# flash_master

==> src/rtl/flash_master.sv <==
// flash_master: host-side sequencer for the on-chip flash array.
// Accepts single/burst read and write requests over valid/ready, drives
// registered flash strobes, and returns read data two cycles after each
// read strobe. Writes reaching the top sector (addr[23:20] == 4'hF) are
// refused without touching the flash or consuming write data.
module flash_master #(
  parameter int MAX_LEN = 256,
  parameter int LEN_W   = $clog2(MAX_LEN)
) (
  input  logic             clk,
  input  logic             rst_n,
  input  logic             req_valid,
  output logic             req_ready,
  input  logic             req_write,
  input  logic [23:0]      req_addr,
  input  logic [LEN_W-1:0] req_len,
  input  logic [7:0]       wdata,
  input  logic             wdata_valid,
  output logic             wdata_ready,
  output logic [7:0]       rdata,
  output logic             rdata_valid,
  output logic             done,
  output logic             err,
  output logic             f_cs,
  output logic             f_we,
  output logic             f_re,
  output logic [23:0]      f_addr,
  output logic [7:0]       f_in,
  input  logic [7:0]       f_out
);

  typedef enum logic [2:0] {
    S_IDLE  = 3'd0,
    S_WRITE = 3'd1,
    S_READ  = 3'd2,
    S_DRAIN = 3'd3,
    S_FIN   = 3'd4
  } state_t;

  state_t           state_q, state_d;
  logic [23:0]      cur_q, cur_d;
  logic [LEN_W-1:0] cnt_q, cnt_d;
  logic             refused_q, refused_d;
  logic             req_ready_q, req_ready_d;
  logic             f_cs_q, f_cs_d;
  logic             f_we_q, f_we_d;
  logic             f_re_q, f_re_d;
  logic [23:0]      f_addr_q, f_addr_d;
  logic [7:0]       f_in_q, f_in_d;
  logic             capture_q, capture_d;
  logic [7:0]       rdata_q, rdata_d;
  logic             rdata_valid_q, rdata_valid_d;

  logic [24:0]      end_addr;
  logic             protect;

  // Next-state, counters and strobe generation.
  always_comb begin
    state_d   = state_q;
    cur_d     = cur_q;
    cnt_d     = cnt_q;
    refused_d = refused_q;
    f_cs_d    = 1'b0;
    f_we_d    = 1'b0;
    f_re_d    = 1'b0;
    f_addr_d  = f_addr_q;
    f_in_d    = f_in_q;

    // Last byte touched by the request; bit 24 catches a wrap past 0xFFFFFF.
    end_addr = {1'b0, req_addr} + {{(25 - LEN_W){1'b0}}, req_len};
    protect  = (req_addr[23:20] == 4'hF) || (end_addr[23:20] == 4'hF) || end_addr[24];

    case (state_q)
      S_IDLE: begin
        if (req_valid && req_ready_q) begin
          cnt_d     = req_len;
          refused_d = 1'b0;
          if (req_write) begin
            if (protect) begin
              refused_d = 1'b1;
              state_d   = S_FIN;
            end else begin
              cur_d   = req_addr;
              state_d = S_WRITE;
            end
          end else begin
            // First read beat is issued straight from the accept edge so the
            // strobe lands in the cycle right after the handshake.
            f_cs_d   = 1'b1;
            f_re_d   = 1'b1;
            f_addr_d = req_addr;
            cur_d    = req_addr + 24'd1;
            state_d  = (req_len == '0) ? S_DRAIN : S_READ;
          end
        end
      end

      S_WRITE: begin
        if (wdata_valid) begin
          f_cs_d   = 1'b1;
          f_we_d   = 1'b1;
          f_addr_d = cur_q;
          f_in_d   = wdata;
          cur_d    = cur_q + 24'd1;
          cnt_d    = cnt_q - 1'b1;
          // The final write strobe is still on the bus next cycle; DRAIN
          // lets it retire before done is raised.
          if (cnt_q == '0) state_d = S_DRAIN;
        end
      end

      S_READ: begin
        // cnt_q holds the beats still to issue, including this one.
        f_cs_d   = 1'b1;
        f_re_d   = 1'b1;
        f_addr_d = cur_q;
        cur_d    = cur_q + 24'd1;
        cnt_d    = cnt_q - 1'b1;
        if (cnt_q == {{(LEN_W - 1){1'b0}}, 1'b1}) state_d = S_DRAIN;
      end

      S_DRAIN: begin
        // Leave once no read strobe or read capture is still in flight.
        if (!capture_q && !(f_cs_q && f_re_q)) state_d = S_FIN;
      end

      S_FIN: begin
        state_d = S_IDLE;
      end

      default: begin
        state_d = S_IDLE;
      end
    endcase

    req_ready_d = (state_d == S_IDLE);
  end

  // Read return path: flag the cycle f_out is valid, then register it.
  always_comb begin
    capture_d     = f_cs_q & f_re_q;
    rdata_valid_d = capture_q;
    rdata_d       = capture_q ? f_out : rdata_q;
  end

  // State and output registers; reset drops every strobe immediately.
  always_ff @(posedge clk or negedge rst_n) begin
    if (!rst_n) begin
      state_q       <= S_IDLE;
      cur_q         <= '0;
      cnt_q         <= '0;
      refused_q     <= 1'b0;
      req_ready_q   <= 1'b0;
      f_cs_q        <= 1'b0;
      f_we_q        <= 1'b0;
      f_re_q        <= 1'b0;
      f_addr_q      <= '0;
      f_in_q        <= '0;
      capture_q     <= 1'b0;
      rdata_q       <= '0;
      rdata_valid_q <= 1'b0;
    end else begin
      state_q       <= state_d;
      cur_q         <= cur_d;
      cnt_q         <= cnt_d;
      refused_q     <= refused_d;
      req_ready_q   <= req_ready_d;
      f_cs_q        <= f_cs_d;
      f_we_q        <= f_we_d;
      f_re_q        <= f_re_d;
      f_addr_q      <= f_addr_d;
      f_in_q        <= f_in_d;
      capture_q     <= capture_d;
      rdata_q       <= rdata_d;
      rdata_valid_q <= rdata_valid_d;
    end
  end

  assign req_ready   = req_ready_q;
  assign wdata_ready = (state_q == S_WRITE);
  assign done        = (state_q == S_FIN);
  assign err         = (state_q == S_FIN) && refused_q;
  assign rdata       = rdata_q;
  assign rdata_valid = rdata_valid_q;
  assign f_cs        = f_cs_q;
  assign f_we        = f_we_q;
  assign f_re        = f_re_q;
  assign f_addr      = f_addr_q;
  assign f_in        = f_in_q;

endmodule

==> config.mk <==
export PLATFORM = sky130hd
export DESIGN_NAME = flash_master
export DESIGN_NICKNAME = d
export VERILOG_FILES = /design/src/rtl/flash_master.sv
export SDC_FILE = /design/constraint.sdc
export NUM_CORES = 1
export LEC_CHECK = 0
export CORE_AREA = 2 2 100 102
export DETAILED_ROUTE_END_ITERATION = 12
export DIE_AREA = 0 0 102 104
export GPL_ROUTABILITY_DRIVEN = 0
export PLACE_DENSITY = 0.79
export SLEW_MARGIN = 20
export SYNTH_ARGS = -nofsm -noshare
export SYNTH_HDL_FRONTEND = slang
export SYNTH_SLANG_ARGS = --single-unit
==> constraint.sdc <==
create_clock -name clk -period 2 [get_ports clk]
set_input_delay 0.3 -clock clk [delete_from_list [all_inputs] [get_ports clk]]
set_output_delay 0.3 -clock clk [all_outputs]
set_load 0.01 [all_outputs]
# i2c_xfer_engine

<file path="src/rtl/i2c_pkg.sv">
// Shared encodings for the I2C master transaction engine: FSM states,
// R/W bit values and quarter-phase indices of one SCL bit-time.
package i2c_pkg;

  typedef enum logic [3:0] {
    S_IDLE   = 4'd0,
    S_START  = 4'd1,
    S_ADDR_W = 4'd2,
    S_ACK1   = 4'd3,
    S_REG    = 4'd4,
    S_ACK2   = 4'd5,
    S_WDATA  = 4'd6,
    S_ACK3   = 4'd7,
    S_RSTART = 4'd8,
    S_ADDR_R = 4'd9,
    S_ACK4   = 4'd10,
    S_RDATA  = 4'd11,
    S_MNACK  = 4'd12,
    S_STOP   = 4'd13
  } state_t;

  localparam logic ADDR_WRITE = 1'b0;
  localparam logic ADDR_READ  = 1'b1;

  localparam logic [1:0] QPHASE_0 = 2'd0;
  localparam logic [1:0] QPHASE_1 = 2'd1;
  localparam logic [1:0] QPHASE_2 = 2'd2;
  localparam logic [1:0] QPHASE_3 = 2'd3;

  function automatic logic is_byte_state(input state_t s);
    return s inside {S_ADDR_W, S_REG, S_WDATA, S_ADDR_R, S_RDATA};
  endfunction

  function automatic logic is_ack_state(input state_t s);
    return s inside {S_ACK1, S_ACK2, S_ACK3, S_ACK4};
  endfunction

endpackage

</file>
<file path="src/rtl/i2c_qtick_gen.sv">
// Quarter-bit timebase: divider, qtick strobe and quarter index.
// With I2C_CLK_STRETCH_EN defined, q3 holds while a slave stretches SCL.
module i2c_qtick_gen
  import i2c_pkg::*;
#(
  parameter int CLK_DIV = 125
) (
  input  logic       clk,
  input  logic       reset,
  input  logic       run,
`ifdef I2C_CLK_STRETCH_EN
  input  logic       scl_in,
`endif
  output logic       qtick,
  output logic [1:0] qphase
);

  localparam int DW = $clog2(CLK_DIV);

  logic [DW-1:0] div;
  logic          hold;

`ifdef I2C_CLK_STRETCH_EN
  logic scl_meta, scl_sync;

  always_ff @(posedge clk or posedge reset) begin
    if (reset) begin
      scl_meta <= 1'b1;
      scl_sync <= 1'b1;
    end else begin
      scl_meta <= scl_in;
      scl_sync <= scl_meta;
    end
  end

  // SCL was released at q2; a low reading in q3 means a slave is stretching.
  assign hold = (qphase == QPHASE_3) && !scl_sync;
`else
  assign hold = 1'b0;
`endif

  assign qtick = run && !hold && (div == DW'(CLK_DIV - 1));

  always_ff @(posedge clk or posedge reset) begin
    if (reset) begin
      div    <= '0;
      qphase <= QPHASE_0;
    end else if (!run) begin
      div    <= '0;
      qphase <= QPHASE_0;
    end else if (!hold) begin
      div <= qtick ? '0 : div + 1'b1;
      if (qtick) qphase <= qphase + 2'd1;
    end
  end

endmodule

</file>
<file path="src/rtl/i2c_xfer_engine.sv">
// I2C master engine: one single-byte register write, or register read with
// repeated START, per start edge. Optional slave clock stretch: I2C_CLK_STRETCH_EN.
module i2c_xfer_engine
  import i2c_pkg::*;
#(
  parameter int CLK_DIV = 125
) (
  input  logic       clk,
  input  logic       reset,
  input  logic       start,
  input  logic [6:0] slave_addr,
  input  logic [7:0] reg_addr,
  input  logic [7:0] write_data,
  input  logic       rw,
  output logic [7:0] read_data,
  output logic       done,
  output logic       ack_error,
  output logic       busy,
  output logic       sda_oe,
  input  logic       sda_in,
  output logic       scl_oe
`ifdef I2C_CLK_STRETCH_EN
  ,
  input  logic       scl_in
`endif
);

  state_t     state, state_nxt;
  logic       start_q, start_rise;
  logic       sda_meta, sda_sync;
  logic [6:0] slave_q;
  logic [7:0] reg_q, wdata_q;
  logic       rw_q;
  logic [7:0] tx_sr, rx_sr;
  logic [2:0] bit_cnt;
  logic       qtick, bit_end, byte_last;
  logic [1:0] qphase;
  logic       sda_low, scl_low;

  i2c_qtick_gen #(.CLK_DIV(CLK_DIV)) u_qtick (
    .clk   (clk),
    .reset (reset),
    .run   (busy),
`ifdef I2C_CLK_STRETCH_EN
    .scl_in(scl_in),
`endif
    .qtick (qtick),
    .qphase(qphase)
  );

  assign start_rise = start && !start_q;
  assign bit_end    = qtick && (qphase == QPHASE_3);
  assign byte_last  = bit_end && (bit_cnt == 3'd7);

  always_ff @(posedge clk or posedge reset) begin
    if (reset) state <= S_IDLE;
    else       state <= state_nxt;
  end

  // NOTE: every always_comb output gets a default first so no path can infer a latch.
  always_comb begin
    state_nxt = state;
    case (state)
      S_IDLE:   if (start_rise) state_nxt = S_START;
      S_START:  if (bit_end)    state_nxt = S_ADDR_W;
      S_ADDR_W: if (byte_last)  state_nxt = S_ACK1;
      S_ACK1:   if (bit_end)    state_nxt = sda_sync ? S_STOP : S_REG;
      S_REG:    if (byte_last)  state_nxt = S_ACK2;
      S_ACK2:   if (bit_end)    state_nxt = sda_sync ? S_STOP : (rw_q ? S_RSTART : S_WDATA);
      S_WDATA:  if (byte_last)  state_nxt = S_ACK3;
      S_ACK3:   if (bit_end)    state_nxt = S_STOP;
      S_RSTART: if (bit_end)    state_nxt = S_ADDR_R;
      S_ADDR_R: if (byte_last)  state_nxt = S_ACK4;
      S_ACK4:   if (bit_end)    state_nxt = sda_sync ? S_STOP : S_RDATA;
      S_RDATA:  if (byte_last)  state_nxt = S_MNACK;
      S_MNACK:  if (bit_end)    state_nxt = S_STOP;
      S_STOP:   if (bit_end)    state_nxt = S_IDLE;
      default:                  state_nxt = S_IDLE;
    endcase
  end

  // Bus drive per quarter; lines are registered below so the pads never glitch.
  always_comb begin
    sda_low = 1'b0;
    scl_low = 1'b0;
    case (state)
      S_IDLE:   ;
      S_START:  sda_low = qphase[1];
      S_RSTART: begin
        scl_low = (qphase == QPHASE_0);
        sda_low = qphase[1];
      end
      S_STOP: begin
        scl_low = !qphase[1];
        sda_low = (qphase != QPHASE_3);
      end
      S_ADDR_W, S_REG, S_WDATA, S_ADDR_R: begin
        scl_low = !qphase[1];
        sda_low = !tx_sr[7];
      end
      default:  scl_low = !qphase[1];
    endcase
  end

  // NOTE: sequential state uses non-blocking assignments so every register samples pre-edge values.
  always_ff @(posedge clk or posedge reset) begin
    if (reset) begin
      start_q   <= 1'b0;
      sda_meta  <= 1'b1;
      sda_sync  <= 1'b1;
      slave_q   <= '0;
      reg_q     <= '0;
      wdata_q   <= '0;
      rw_q      <= 1'b0;
      tx_sr     <= '0;
      rx_sr     <= '0;
      bit_cnt   <= '0;
      read_data <= '0;
      done      <= 1'b0;
      ack_error <= 1'b0;
      busy      <= 1'b0;
      sda_oe    <= 1'b0;
      scl_oe    <= 1'b0;
    end else begin
      start_q  <= start;
      sda_meta <= sda_in;
      sda_sync <= sda_meta;
      sda_oe   <= sda_low;
      scl_oe   <= scl_low;

      if (state == S_IDLE && start_rise) begin
        slave_q   <= slave_addr;
        reg_q     <= reg_addr;
        wdata_q   <= write_data;
        rw_q      <= rw;
        done      <= 1'b0;
        ack_error <= 1'b0;
        busy      <= 1'b1;
      end

      if (bit_end) begin
        if (is_byte_state(state)) begin
          bit_cnt <= bit_cnt + 3'd1;
          tx_sr   <= {tx_sr[6:0], 1'b0};
          rx_sr   <= {rx_sr[6:0], sda_sync};
        end
        if (is_ack_state(state) && sda_sync) ack_error <= 1'b1;
        if (state == S_RDATA && bit_cnt == 3'd7) read_data <= {rx_sr[6:0], sda_sync};
        if (state == S_STOP) begin
          busy <= 1'b0;
          done <= 1'b1;
        end
        if (state_nxt != state) begin
          bit_cnt <= '0;
          case (state_nxt)
            S_ADDR_W: tx_sr <= {slave_q, ADDR_WRITE};
            S_REG:    tx_sr <= reg_q;
            S_WDATA:  tx_sr <= wdata_q;
            S_ADDR_R: tx_sr <= {slave_q, ADDR_READ};
            default:  ;
          endcase
        end
      end
    end
  end

endmodule

</file>
<file path="config.mk">
export PLATFORM = sky130hd
export DESIGN_NAME = i2c_xfer_engine
export DESIGN_NICKNAME = d
export VERILOG_FILES = /design/src/rtl/i2c_pkg.sv /design/src/rtl/i2c_qtick_gen.sv /design/src/rtl/i2c_xfer_engine.sv
export SDC_FILE = /design/constraint.sdc
export NUM_CORES = 1
export LEC_CHECK = 0
export CAP_MARGIN = 15
export CORE_AREA = 2 2 88 90
export CTS_BUF_LIST = sky130_fd_sc_hd__clkbuf_4
export CTS_CLUSTER_SIZE = 8
export DETAILED_ROUTE_END_ITERATION = 10
export DIE_AREA = 0 0 90 92
export PLACE_DENSITY = 0.72
export SLEW_MARGIN = 40
export SYNTH_ARGS = -nofsm -noshare
export SYNTH_HDL_FRONTEND = slang
export SYNTH_SLANG_ARGS = --single-unit
</file>
<file path="constraint.sdc">
create_clock -name clk -period 5.55 [get_ports clk]
set_input_delay 0.8325 -clock clk [delete_from_list [all_inputs] [get_ports clk]]
set_output_delay 0.8325 -clock clk [all_outputs]
set_load 0.05 [all_outputs]
</file>
# alu_issue_ctrl

## src/rtl/alu_defs.sv

```systemverilog
// Shared ALU command codes and issue-controller state encoding.
package alu_defs;

   localparam logic [2:0] ADD_ALU  = 3'd0;
   localparam logic [2:0] SUB_ALU  = 3'd1;
   localparam logic [2:0] XOR_ALU  = 3'd2;
   localparam logic [2:0] SLT_ALU  = 3'd3;
   localparam logic [2:0] AND_ALU  = 3'd4;
   localparam logic [2:0] NAND_ALU = 3'd5;
   localparam logic [2:0] NOR_ALU  = 3'd6;
   localparam logic [2:0] OR_ALU   = 3'd7;

   typedef enum logic [1:0] {
      IDLE   = 2'd0,
      SETTLE = 2'd1,
      RESP   = 2'd2
   } state_t;

   // Carry and overflow are only meaningful for the adder ops.
   function automatic logic is_arith(input logic [2:0] op);
      return (op == ADD_ALU) || (op == SUB_ALU);
   endfunction

endpackage

```

## src/rtl/alu_issue_ctrl_settle_timer.sv

```systemverilog
// settle_timer: 4-bit loadable down-counter, done while enabled at zero.
module settle_timer (
   input  logic       clk,
   input  logic       reset,
   input  logic       load,
   input  logic [3:0] load_value,
   input  logic       en,
   output logic       done
);

   logic [3:0] r_count;

   always_ff @(posedge clk or posedge reset) begin
      if (reset) begin
         r_count <= 4'd0;
      end else if (load) begin
         r_count <= load_value;
      end else if (en && (r_count != 4'd0)) begin
         r_count <= r_count - 4'd1;
      end
   end

   assign done = en & (r_count == 4'd0);

endmodule

```

## src/rtl/alu_issue_ctrl.sv

```systemverilog
// Issue controller holding ALU inputs for a settle window, then sampling.
// Optional sticky overflow flag enabled by ALU_STICKY_OVF_EN.
module alu_issue_ctrl
   import alu_defs::*;
#(
   parameter int unsigned SETTLE_CYCLES = 4
) (
   input  logic        clk,
   input  logic        reset,
   input  logic        req_valid,
   output logic        req_ready,
   input  logic [2:0]  req_op,
   input  logic [31:0] req_a,
   input  logic [31:0] req_b,
   output logic [2:0]  alu_command,
   output logic [31:0] alu_operandA,
   output logic [31:0] alu_operandB,
   input  logic [31:0] alu_result,
   input  logic        alu_carryout,
   input  logic        alu_zero,
   input  logic        alu_overflow,
   output logic        rsp_valid,
   input  logic        rsp_ready,
   output logic [31:0] rsp_result,
   output logic        rsp_carryout,
   output logic        rsp_zero,
   output logic        rsp_overflow,
   output logic        busy
`ifdef ALU_STICKY_OVF_EN
   ,
   input  logic        ovf_clear,
   output logic        ovf_sticky
`endif
);

   localparam logic [3:0] LOAD_VAL = 4'(SETTLE_CYCLES - 1);

   state_t      r_state;
   logic [2:0]  r_cmd;
   logic [31:0] r_a;
   logic [31:0] r_b;
   logic [31:0] r_res;
   logic        r_c;
   logic        r_z;
   logic        r_o;

   logic w_accept;
   logic w_done;
   logic w_arith;
   logic w_settle;

   // Ready is held low while reset is asserted so every output reads 0.
   assign req_ready = ~reset
                    & ((r_state == IDLE)
                    | ((r_state == RESP) & rsp_ready));
   assign w_accept  = req_valid & req_ready;
   assign w_arith   = is_arith(r_cmd);
   assign w_settle  = (r_state == SETTLE);

   settle_timer u_timer (
      .clk        (clk),
      .reset      (reset),
      .load       (w_accept),
      .load_value (LOAD_VAL),
      .en         (w_settle),
      .done       (w_done)
   );

   always_ff @(posedge clk or posedge reset) begin
      if (reset) begin
         r_state <= IDLE;
         r_cmd   <= ADD_ALU;
         r_a     <= 32'd0;
         r_b     <= 32'd0;
         r_res   <= 32'd0;
         r_c     <= 1'b0;
         r_z     <= 1'b0;
         r_o     <= 1'b0;
      end else if (w_accept) begin
         r_cmd   <= req_op;
         r_a     <= req_a;
         r_b     <= req_b;
         r_state <= SETTLE;
      end else begin
         unique case (r_state)
            SETTLE: begin
               if (w_done) begin
                  r_res   <= alu_result;
                  r_z     <= alu_zero;
                  r_c     <= w_arith & alu_carryout;
                  r_o     <= w_arith & alu_overflow;
                  r_state <= RESP;
               end
            end
            RESP: begin
               if (rsp_ready) r_state <= IDLE;
            end
            default: r_state <= IDLE;
         endcase
      end
   end

   assign alu_command  = r_cmd;
   assign alu_operandA = r_a;
   assign alu_operandB = r_b;
   assign rsp_valid    = (r_state == RESP);
   assign rsp_result   = r_res;
   assign rsp_carryout = r_c;
   assign rsp_zero     = r_z;
   assign rsp_overflow = r_o;
   assign busy         = (r_state != IDLE);

`ifdef ALU_STICKY_OVF_EN
   logic r_sticky;

   always_ff @(posedge clk or posedge reset) begin
      if (reset) begin
         r_sticky <= 1'b0;
      end else if (w_done && w_arith && alu_overflow) begin
         r_sticky <= 1'b1;
      end else if (ovf_clear) begin
         r_sticky <= 1'b0;
      end
   end

   assign ovf_sticky = r_sticky;
`endif

endmodule

```

## config.mk

```make
export PLATFORM = sky130hd
export DESIGN_NAME = alu_issue_ctrl
export DESIGN_NICKNAME = d
export VERILOG_FILES = /design/src/rtl/alu_defs.sv /design/src/rtl/alu_issue_ctrl_settle_timer.sv /design/src/rtl/alu_issue_ctrl.sv
export SDC_FILE = /design/constraint.sdc
export NUM_CORES = 1
export LEC_CHECK = 0
export CAP_MARGIN = 10
export CELL_PAD_IN_SITES_DETAIL_PLACEMENT = 1
export CELL_PAD_IN_SITES_GLOBAL_PLACEMENT = 2
export CORE_UTILIZATION = 23
export CTS_CLUSTER_DIAMETER = 120
export CTS_CLUSTER_SIZE = 30
export DETAILED_ROUTE_END_ITERATION = 7
export GPL_ROUTABILITY_DRIVEN = 0
export GPL_TIMING_DRIVEN = 0
export PLACE_DENSITY_LB_ADDON = 0.1
export REMOVE_ABC_BUFFERS = 1
export SKIP_CTS_REPAIR_TIMING = 1
export SLEW_MARGIN = 20
export SYNTH_ARGS = -nofsm -noshare
export SYNTH_HDL_FRONTEND = slang
export SYNTH_SLANG_ARGS = --single-unit
```

## constraint.sdc

```tcl
create_clock -name clk -period 3 [get_ports clk]
set_input_delay 0.3 -clock clk [delete_from_list [all_inputs] [get_ports clk]]
set_output_delay 0.3 -clock clk [all_outputs]
set_load 0.05 [all_outputs]
```

# byte_distributor_1t8

[src/rtl/byte_distributor_1t8.sv]
// byte_distributor_1t8: takes a valid/ready byte stream and scatters each byte
// into one of NCH registered lanes, either at an explicit address or at an
// auto-incrementing write pointer. Once every lane has been written the block
// pulses frame_done and holds off the source until the consumer acknowledges.
module byte_distributor_1t8 #(
    parameter int WIDTH = 8,
    parameter int SW    = 3
) (
    input  logic                         clk,
    input  logic                         rst,
    input  logic                         clr,
    input  logic                         in_valid,
    output logic                         in_ready,
    input  logic [WIDTH-1:0]             in_data,
    input  logic [SW-1:0]                in_addr,
    input  logic                         addr_mode,
    input  logic                         frame_ack,
    output logic [(2**SW)*WIDTH-1:0]     o_all,
    output logic [(2**SW)-1:0]           wr_mask,
    output logic [SW-1:0]                wr_ptr,
    output logic                         frame_done
);

    localparam int NCH = 2**SW;
    localparam logic [SW-1:0] PTR_ONE = SW'(1);

    typedef enum logic {
        ST_FILL = 1'b0,
        ST_FULL = 1'b1
    } state_t;

    state_t                  r_state;
    state_t                  w_state_next;
    logic [NCH*WIDTH-1:0]    r_lanes;
    logic [NCH-1:0]          r_mask;
    logic [SW-1:0]           r_ptr;
    logic                    r_done;

    logic                    w_accept;
    logic                    w_rearm;
    logic [SW-1:0]           w_tgt;
    logic [NCH-1:0]          w_onehot;
    logic [NCH-1:0]          w_mask_next;
    logic                    w_fill_to_full;

    // Ready is purely combinational so clr and rst block a beat in the same cycle.
    assign in_ready = (r_state == ST_FILL) & ~clr & ~rst;
    assign w_accept = in_valid & in_ready;
    assign w_rearm  = (r_state == ST_FULL) & frame_ack & ~clr;
    assign w_tgt    = addr_mode ? r_ptr : in_addr;

    // Decode the target lane and form the mask as it will look after this beat.
    always_comb begin
        w_onehot        = '0;
        w_onehot[w_tgt] = 1'b1;
        w_mask_next     = r_mask;
        if (w_accept) begin
            w_mask_next = r_mask | w_onehot;
        end
    end

    // Next-state logic; clr dominates, then frame_ack re-arm, then fill completion.
    always_comb begin
        w_state_next   = r_state;
        w_fill_to_full = 1'b0;
        unique case (r_state)
            ST_FILL: begin
                if (w_accept && (&w_mask_next)) begin
                    w_state_next   = ST_FULL;
                    w_fill_to_full = 1'b1;
                end
            end
            ST_FULL: begin
                if (frame_ack) begin
                    w_state_next = ST_FILL;
                end
            end
            default: w_state_next = ST_FILL;
        endcase
        if (clr) begin
            w_state_next   = ST_FILL;
            w_fill_to_full = 1'b0;
        end
    end

    // State register.
    always_ff @(posedge clk or posedge rst) begin
        if (rst) begin
            r_state <= ST_FILL;
        end else begin
            r_state <= w_state_next;
        end
    end

    // Lane storage, written-lane mask, auto pointer and the frame_done pulse.
    always_ff @(posedge clk or posedge rst) begin
        if (rst) begin
            r_lanes <= '0;
            r_mask  <= '0;
            r_ptr   <= '0;
            r_done  <= 1'b0;
        end else if (clr) begin
            r_lanes <= '0;
            r_mask  <= '0;
            r_ptr   <= '0;
            r_done  <= 1'b0;
        end else begin
            r_done <= w_fill_to_full;
            if (w_rearm) begin
                r_mask <= '0;
                r_ptr  <= '0;
            end else if (w_accept) begin
                r_lanes[w_tgt*WIDTH +: WIDTH] <= in_data;
                r_mask                         <= w_mask_next;
                if (addr_mode) begin
                    r_ptr <= r_ptr + PTR_ONE;
                end
            end
        end
    end

    assign o_all      = r_lanes;
    assign wr_mask    = r_mask;
    assign wr_ptr     = r_ptr;
    assign frame_done = r_done;

endmodule

[config.mk]
export PLATFORM = sky130hd
export DESIGN_NAME = byte_distributor_1t8
export DESIGN_NICKNAME = d
export VERILOG_FILES = /design/src/rtl/byte_distributor_1t8.sv
export SDC_FILE = /design/constraint.sdc
export NUM_CORES = 1
export LEC_CHECK = 0
export ABC_AREA = 1
export CORE_MARGIN = 2
export CORE_UTILIZATION = 45
export CTS_BUF_LIST = sky130_fd_sc_hd__clkbuf_8
export DETAILED_ROUTE_END_ITERATION = 6
export MAX_ROUTING_LAYER = met4
export PLACE_DENSITY = 0.75
export SLEW_MARGIN = 20
export SYNTH_ARGS = -nofsm -noshare
export SYNTH_HDL_FRONTEND = slang
export SYNTH_SLANG_ARGS = --single-unit
export TNS_END_PERCENT = 100
[constraint.sdc]
create_clock -name clk -period 5 [get_ports clk]
set_input_delay 1 -clock clk [delete_from_list [all_inputs] [get_ports clk]]
set_output_delay 1 -clock clk [all_outputs]
set_load 0.01 [all_outputs]
alu_issue_ctrl, metal 3:
Drawn at 3 px/um.
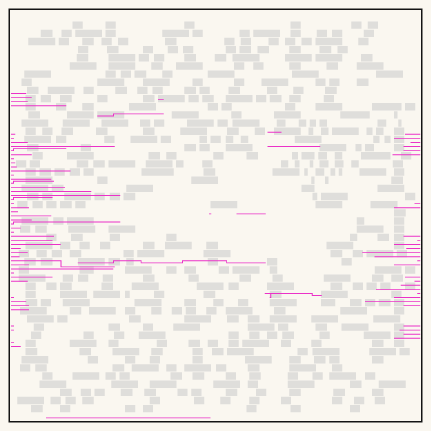
share of all routed wire	7.5%
wire length on this layer	879 um
main direction	horizontal
longest straight run	54.5 um
Detailed Route WL: 11.8 mm
total vias in the final route: 2,952
met3 track demand over resource: 4.93%

==> run summary, alu_issue_ctrl <==
Synthesis and PnR results.

- The run finished with clean final reports.
- The netlist area before placement is 4190 um^2.
- In the final layout, the multi-input gates occupy 1370 um^2.
- The most used flip-flop cell after synthesis is sky130_fd_sc_hd__dfrtp_1.
- The post-detailed-route wirelength per cell is 16.7 um.
- In this run the count of I/O pins placed on the die edge is 211.
- Per the log, the first TritonRoute iteration ended with a DRC count of 89.
- STA classifies the critical path endpoint as a flop.
- The net load switching power reads 4.30 mW.
- The area of the die is 18,800 um^2.
- The number of maximum-capacitance violations is 0.
- The slowest library cell on the worst path is sky130_fd_sc_hd__a2111oi_4.
- The maximum buffer depth of the clock tree reads 2.
- The combinational-cell power consumption is 5.35 mW.
- The post-CTS clock slew at the launch and capture registers of the worst setup and hold paths is 70 ps.
- Pins over their slew limit in the final report were tallied at 0.
- The total power reads 9.18 mW.
- The post-route clock period utilization is 82.2%.
- The post-synth count of flops with an enable pin is 0.
- The total grt overflow is 0.
- CTS placed an instance of sky130_fd_sc_hd__clkbuf_16 at the clock tree root.
- The main logic family after synthesis is multiplexers.
[alu_issue_ctrl: per-layer routing]
metal | routed length, um | share of wire (%)
met5 | 0 | 0
met4 | 177 | 1.5
met3 | 878 | 7.5
met2 | 6450 | 55
met1 | 4270 | 36
[alu_issue_ctrl: through the flow]
stage	worst slack (ps)	cell area, um^2	cells	utilization (%)
final	535	6910	704	39.4
after global routing	387	6910	704	39.4
after CTS	496	6910	704	39.4
after detailed placement	126	6600	688	37.6
after global placement	-2400	6480	679	36.9
after floorplan	-427	4090	244	-
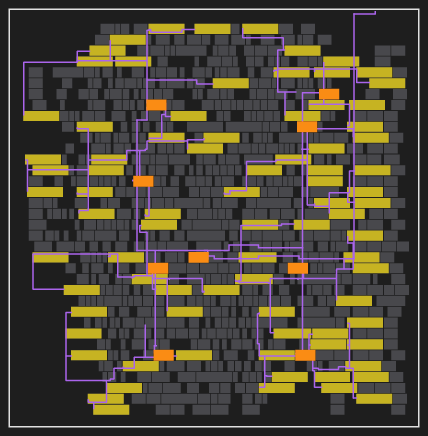
flash_master: routed clock nets over the placement
Drawn at 4 px/um.
[purple] clock wires | length: 1,090 um
[yellow] flip-flops | count: 82
[orange] clock drivers | count: 9
flops lie	widely spread
Clock Skews: 8.82 ps
clock network fraction of total power: 28.7%

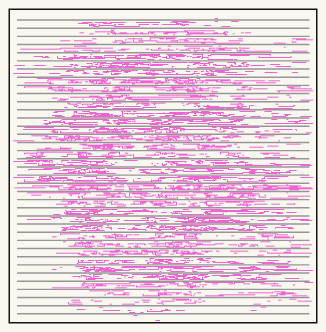
flash_master: met1 routing
Drawn at 3 px/um. Supply wires on this layer in grey.
main direction	horizontal
wire length on this layer	5,920 um
longest straight run	30.4 um
met1 GRT Util: 35.6%
total vias in the final route: 5,029
Detailed Route WL: 14.7 mm

==> run summary, flash_master <==
Synthesis and PnR results.

- The final sequential cell count reads 82.
- The number of standard-cell rows in the floorplan is 36.
- The final reports fail on setup timing.
- Among all stages on the critical path, the largest delay is contributed by sky130_fd_sc_hd__dfrtp_2.
- The met2 layer usage reported by global route reads 45.1%.
- The maximum clock frequency is 496 MHz.
- Per the timing report, the most critical flop-to-flop path originates at state_q[2]$_DFF_PN0_.
- The arrival time of the worst setup path reads 2300 ps.
- The setup violation total in the final timing report is 1.
- Gates resized during post-CTS repair numbered 23.
- The sequential cell area fraction in the yosys report is 42.7%.
- The well-tap cell count reads 133.
- The net count of the finished layout is 789.
- The total of clock buffers placed in the layout is 12.
- Per STA, the worst path accumulates the most delay in the family buffers and inverters.
- The most frequently used library cell after synthesis is sky130_fd_sc_hd__dfrtp_1.
- The DRC violation total left in the routed layout is recorded as 0.
- The number of warnings printed during yosys synthesis is 0.
- The number of global-route vias before repair came to 4,842.
- The delay of the slowest cell on the worst path is 430 ps.
- Setup slack on the critical path of the routed design comes to -14.7 ps.
- The share of Yosys cell area claimed by the top area cell type is 42.7%.
- The area added between synthesis and finish reads 47.6%.
- The antenna diode count is 0.
- The post-CTS clock slew at the launch and capture registers of the worst setup and hold paths is 90 ps.
- The total of plain and repair buffers excluding clock buffers reads 201.
- The flow ran to the end, but the final reports show violations.
- For this run, combinational gates with multiple inputs come to 424.
flash_master: power by group through the flow:
stage	Clock, mW	Sequential, mW	Combinational [mW]
2_1_floorplan	0	2.09	0.403
3_3_place_gp	0	2.03	1.05
3_5_place_dp	0	2.04	1.08
4_1_cts	1.27	2.01	1.10
5_1_grt	1.35	2.05	1.23
6_report	1.27	2.02	1.14
flash_master: state kept, by name (all words and copies together) (netlist names), 3 cells and up:
signal and count:
cur_q 24, f_in 8, cnt_q 8, rdata 8
state_q 3, f_addr 24
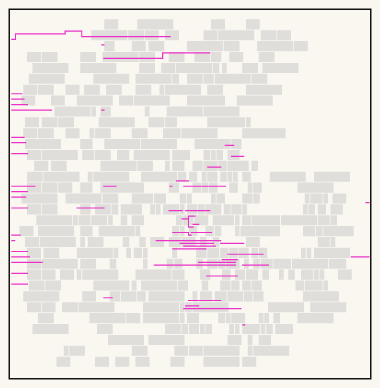
i2c_xfer_engine: metal 3
Drawn at 4 px/um.
longest straight run	22.1 um
main direction	horizontal
wire length on this layer	339 um
nets with wire on the layer	38
share of all routed wire	4.8%
total vias in the final route: 2,607
met3 track demand over resource: 5.67%
Detailed Route WL: 7.04 mm

==> run summary, i2c_xfer_engine <==
Synthesis and PnR results.

- In this run the critical path is formed by nor2_1 > nand4b_1 > buf_4 > o21ai_1 > or4_1 > a211o_1 > o21a_4 > o21a_4 > o221a_1.
- The start point of the critical path is state[2]$_DFF_PP0_.
- The largest cell class by area is flip-flops and latches.
- The cell family contributing the most delay on the critical path is AND-OR/OR-AND gates.
- Across the run, the number of max-cap violations was 0.
- The post-detailed-route wirelength per cell is 15.2 um.
- The logic share of the area reads 39.4%.
- The cell count of the worst hold path reads 0.
- The worst setup path is launched from a flop.
- The netlist area before placement is 3590 um^2.
- The analysis reports a worst IR drop on VDD of 0.000126 V.
- The most repeated library cell on the critical path reads sky130_fd_sc_hd__o21a_4.
- Sequential cells consume a total of 520 uW.
- The highest-power group reads registers.
- After synthesis, the netlist uses 61 different library cells.
- The detailed placer reported the number of placed instances as 446.
- The length of routed met2 wiring reads 3.42 mm.
- The instance count of the mapped netlist reads 315.
- The flow ran to the end, and the final reports show no timing, DRC or antenna violations.
- The logic gate share of total power is 3.3%.
- The delay of the slowest cell on the worst path is 840 ps.
- The number of cell instances after yosys synthesis is 315.
- The initial antenna violation count reads 0.
- The fraction of final layout cells sized beyond drive strength 1 is 19.4%.
- The fraction of registers with async set/reset reads 100%.
- The smallest clock period supported by the final layout is computed as 3370 ps.
- The met2 layer usage reported by global route reads 31.0%.
- The non-clock buffering overhead in the final layout is 10.1%.
- The standard cell core area is 7450 um^2.
- The root cell of the clock tree reads sky130_fd_sc_hd__clkbuf_4.
- The setup slack of the critical path after layout reads 2180 ps.
- The core utilization of the finished layout reads 56.9%.
- The tightest slew margin relative to the limit reads 50.4%.
- The area added between synthesis and finish is 18.0%.
- The transition time at the pin with the least slew margin is 743 ps.
- The die is 92 um tall.
- The Yosys chip area is 3590 um^2.
## i2c_xfer_engine: synth_stat cells, drive strengths merged (4+ instances only)
cell / count / area [um^2]
nand2b: 8 / 50.1
dfrtp: 69 / 1730
mux2i: 10 / 100
nand3: 10 / 50.1
a21oi: 8 / 40.0
nor2b: 4 / 25.0
o21ai: 14 / 70.1
inv: 19 / 73.8
nor2: 22 / 98.9
xor2: 4 / 35.0
ha: 6 / 75.1
mux2: 38 / 428
nand2: 20 / 77.6
o221ai: 9 / 85.1
o221a: 7 / 78.8
buf: 11 / 57.6
nor3: 5 / 25.0
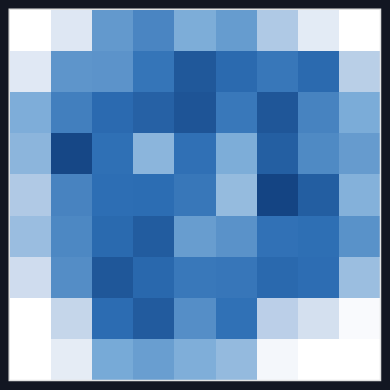
byte_distributor_1t8: local utilization
Drawn at 4 px/um. The die is cut into 9 by 9 equal tiles; white is low, dark blue is high, 0 to 100% covered.
tiles over 75% full	26%
fullest tile	92%
nearly empty tiles	7.4%
mean over tiles	54%
emptiest ninth of the die	lower right
final core utilization: 61.8%
area inside the core boundary: 7650 um^2
floorplan-stage core utilization: 46.0%

==> run summary, byte_distributor_1t8 <==
Synthesis and PnR results.

- The total wire length is 8.86 mm.
- The worst reg-to-reg path cell count reads 11.
- The number of cell instances after yosys synthesis is 402.
- Clock network power for this build is 460 uW.
- The most frequently placed logic cell in the final layout is sky130_fd_sc_hd__nand2_1.
- The highest metal layer with signal wires reads met4.
- Per the TritonCTS log, the buffer count is 9.
- The count of hold buffers inserted by post-cts repair is 0.
- The run finished with clean final reports.
- The smallest clock period supported by the final layout is computed as 3440 ps.
- The instance count of the mapped netlist is 402.
- The total grt overflow reads 0.
- The met3 usage in global routing is 3.66%.
- The count of placed standard cells including taps reads 592.
- The die outline width reads 92.4 um.
- The capture point of the worst reg-to-reg path reads o_all[55]$_DFFE_PP0P_.
## byte_distributor_1t8: tightest hold or removal path, cell delays in order, from the launching register on
cell                      delay, ps
sky130_fd_sc_hd__dfrtp_1        350
sky130_fd_sc_hd__nand2_1         50
sky130_fd_sc_hd__nand2_1         50
## byte_distributor_1t8: state kept, by name (all words and copies together) (netlist names)
register / count
wr_mask: 8
wr_ptr: 3
r_state: 1
o_all: 64
frame_done: 1
## byte_distributor_1t8: cell families after synthesis
group	after synthesis
DFF	77
AOI/OAI and AO/OA	70
adders and majority gates	4
and+or+nand+nor	203
buffers and inverters	48


==> layout pictures side by side <==
Routed clock nets over the placement.
picture 1
Drawn at 4 px/um.
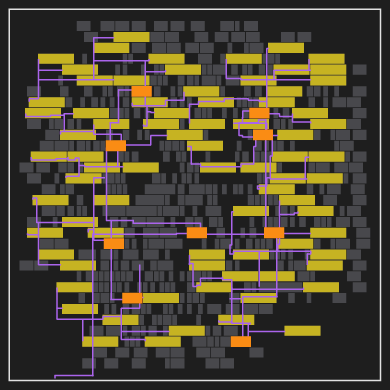
picture 2
Drawn at 4 px/um.
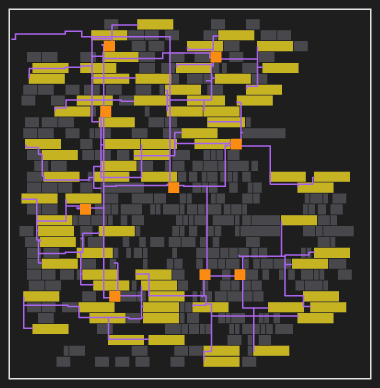
picture 3
Drawn at 3 px/um.
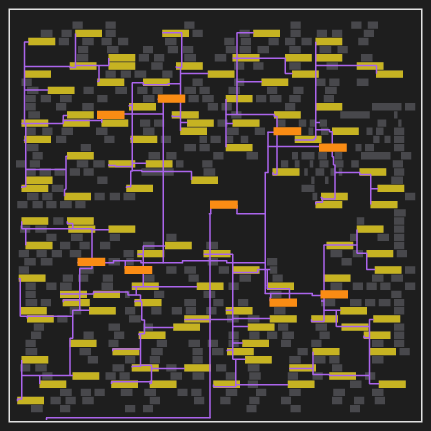
Of these, largest die: picture 3
Of these, most sequential cells: picture 3
- alu_issue_ctrl = picture 3
- i2c_xfer_engine = picture 2
- byte_distributor_1t8 = picture 1


## Gallery

Local utilization.
panel A
Drawn at 4 px/um. The die is cut into 9 by 9 equal tiles; white is low, dark blue is high, 0 to 100% covered.
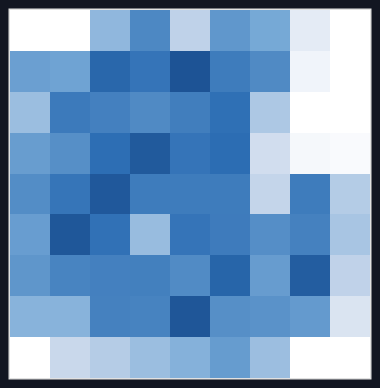
panel B
Drawn at 4 px/um. The die is cut into 10 by 10 equal tiles; white is low, dark blue is high, 0 to 100% covered.
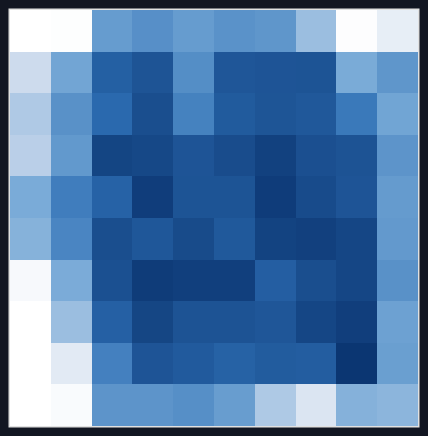
panel C
Drawn at 3 px/um. The die is cut into 14 by 14 equal tiles; white is low, dark blue is high, 0 to 100% covered.
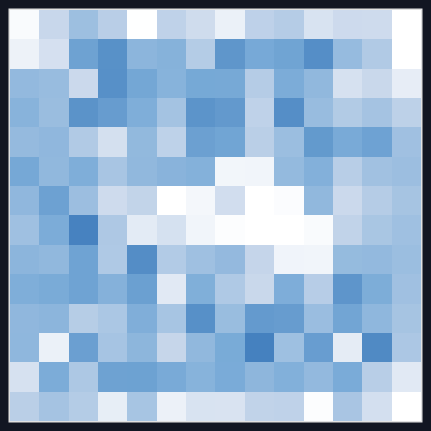
| picture | from |
|---|---|
| panel B | flash_master |
| panel A | i2c_xfer_engine |
| panel C | alu_issue_ctrl |
Of these, largest die: panel C

Key to panel C:
emptiest ninth of the die	centre
fullest tile	67%
mean over tiles	35%
nearly empty tiles	5.6%

Power is estimated from default activity; no workload was simulated.
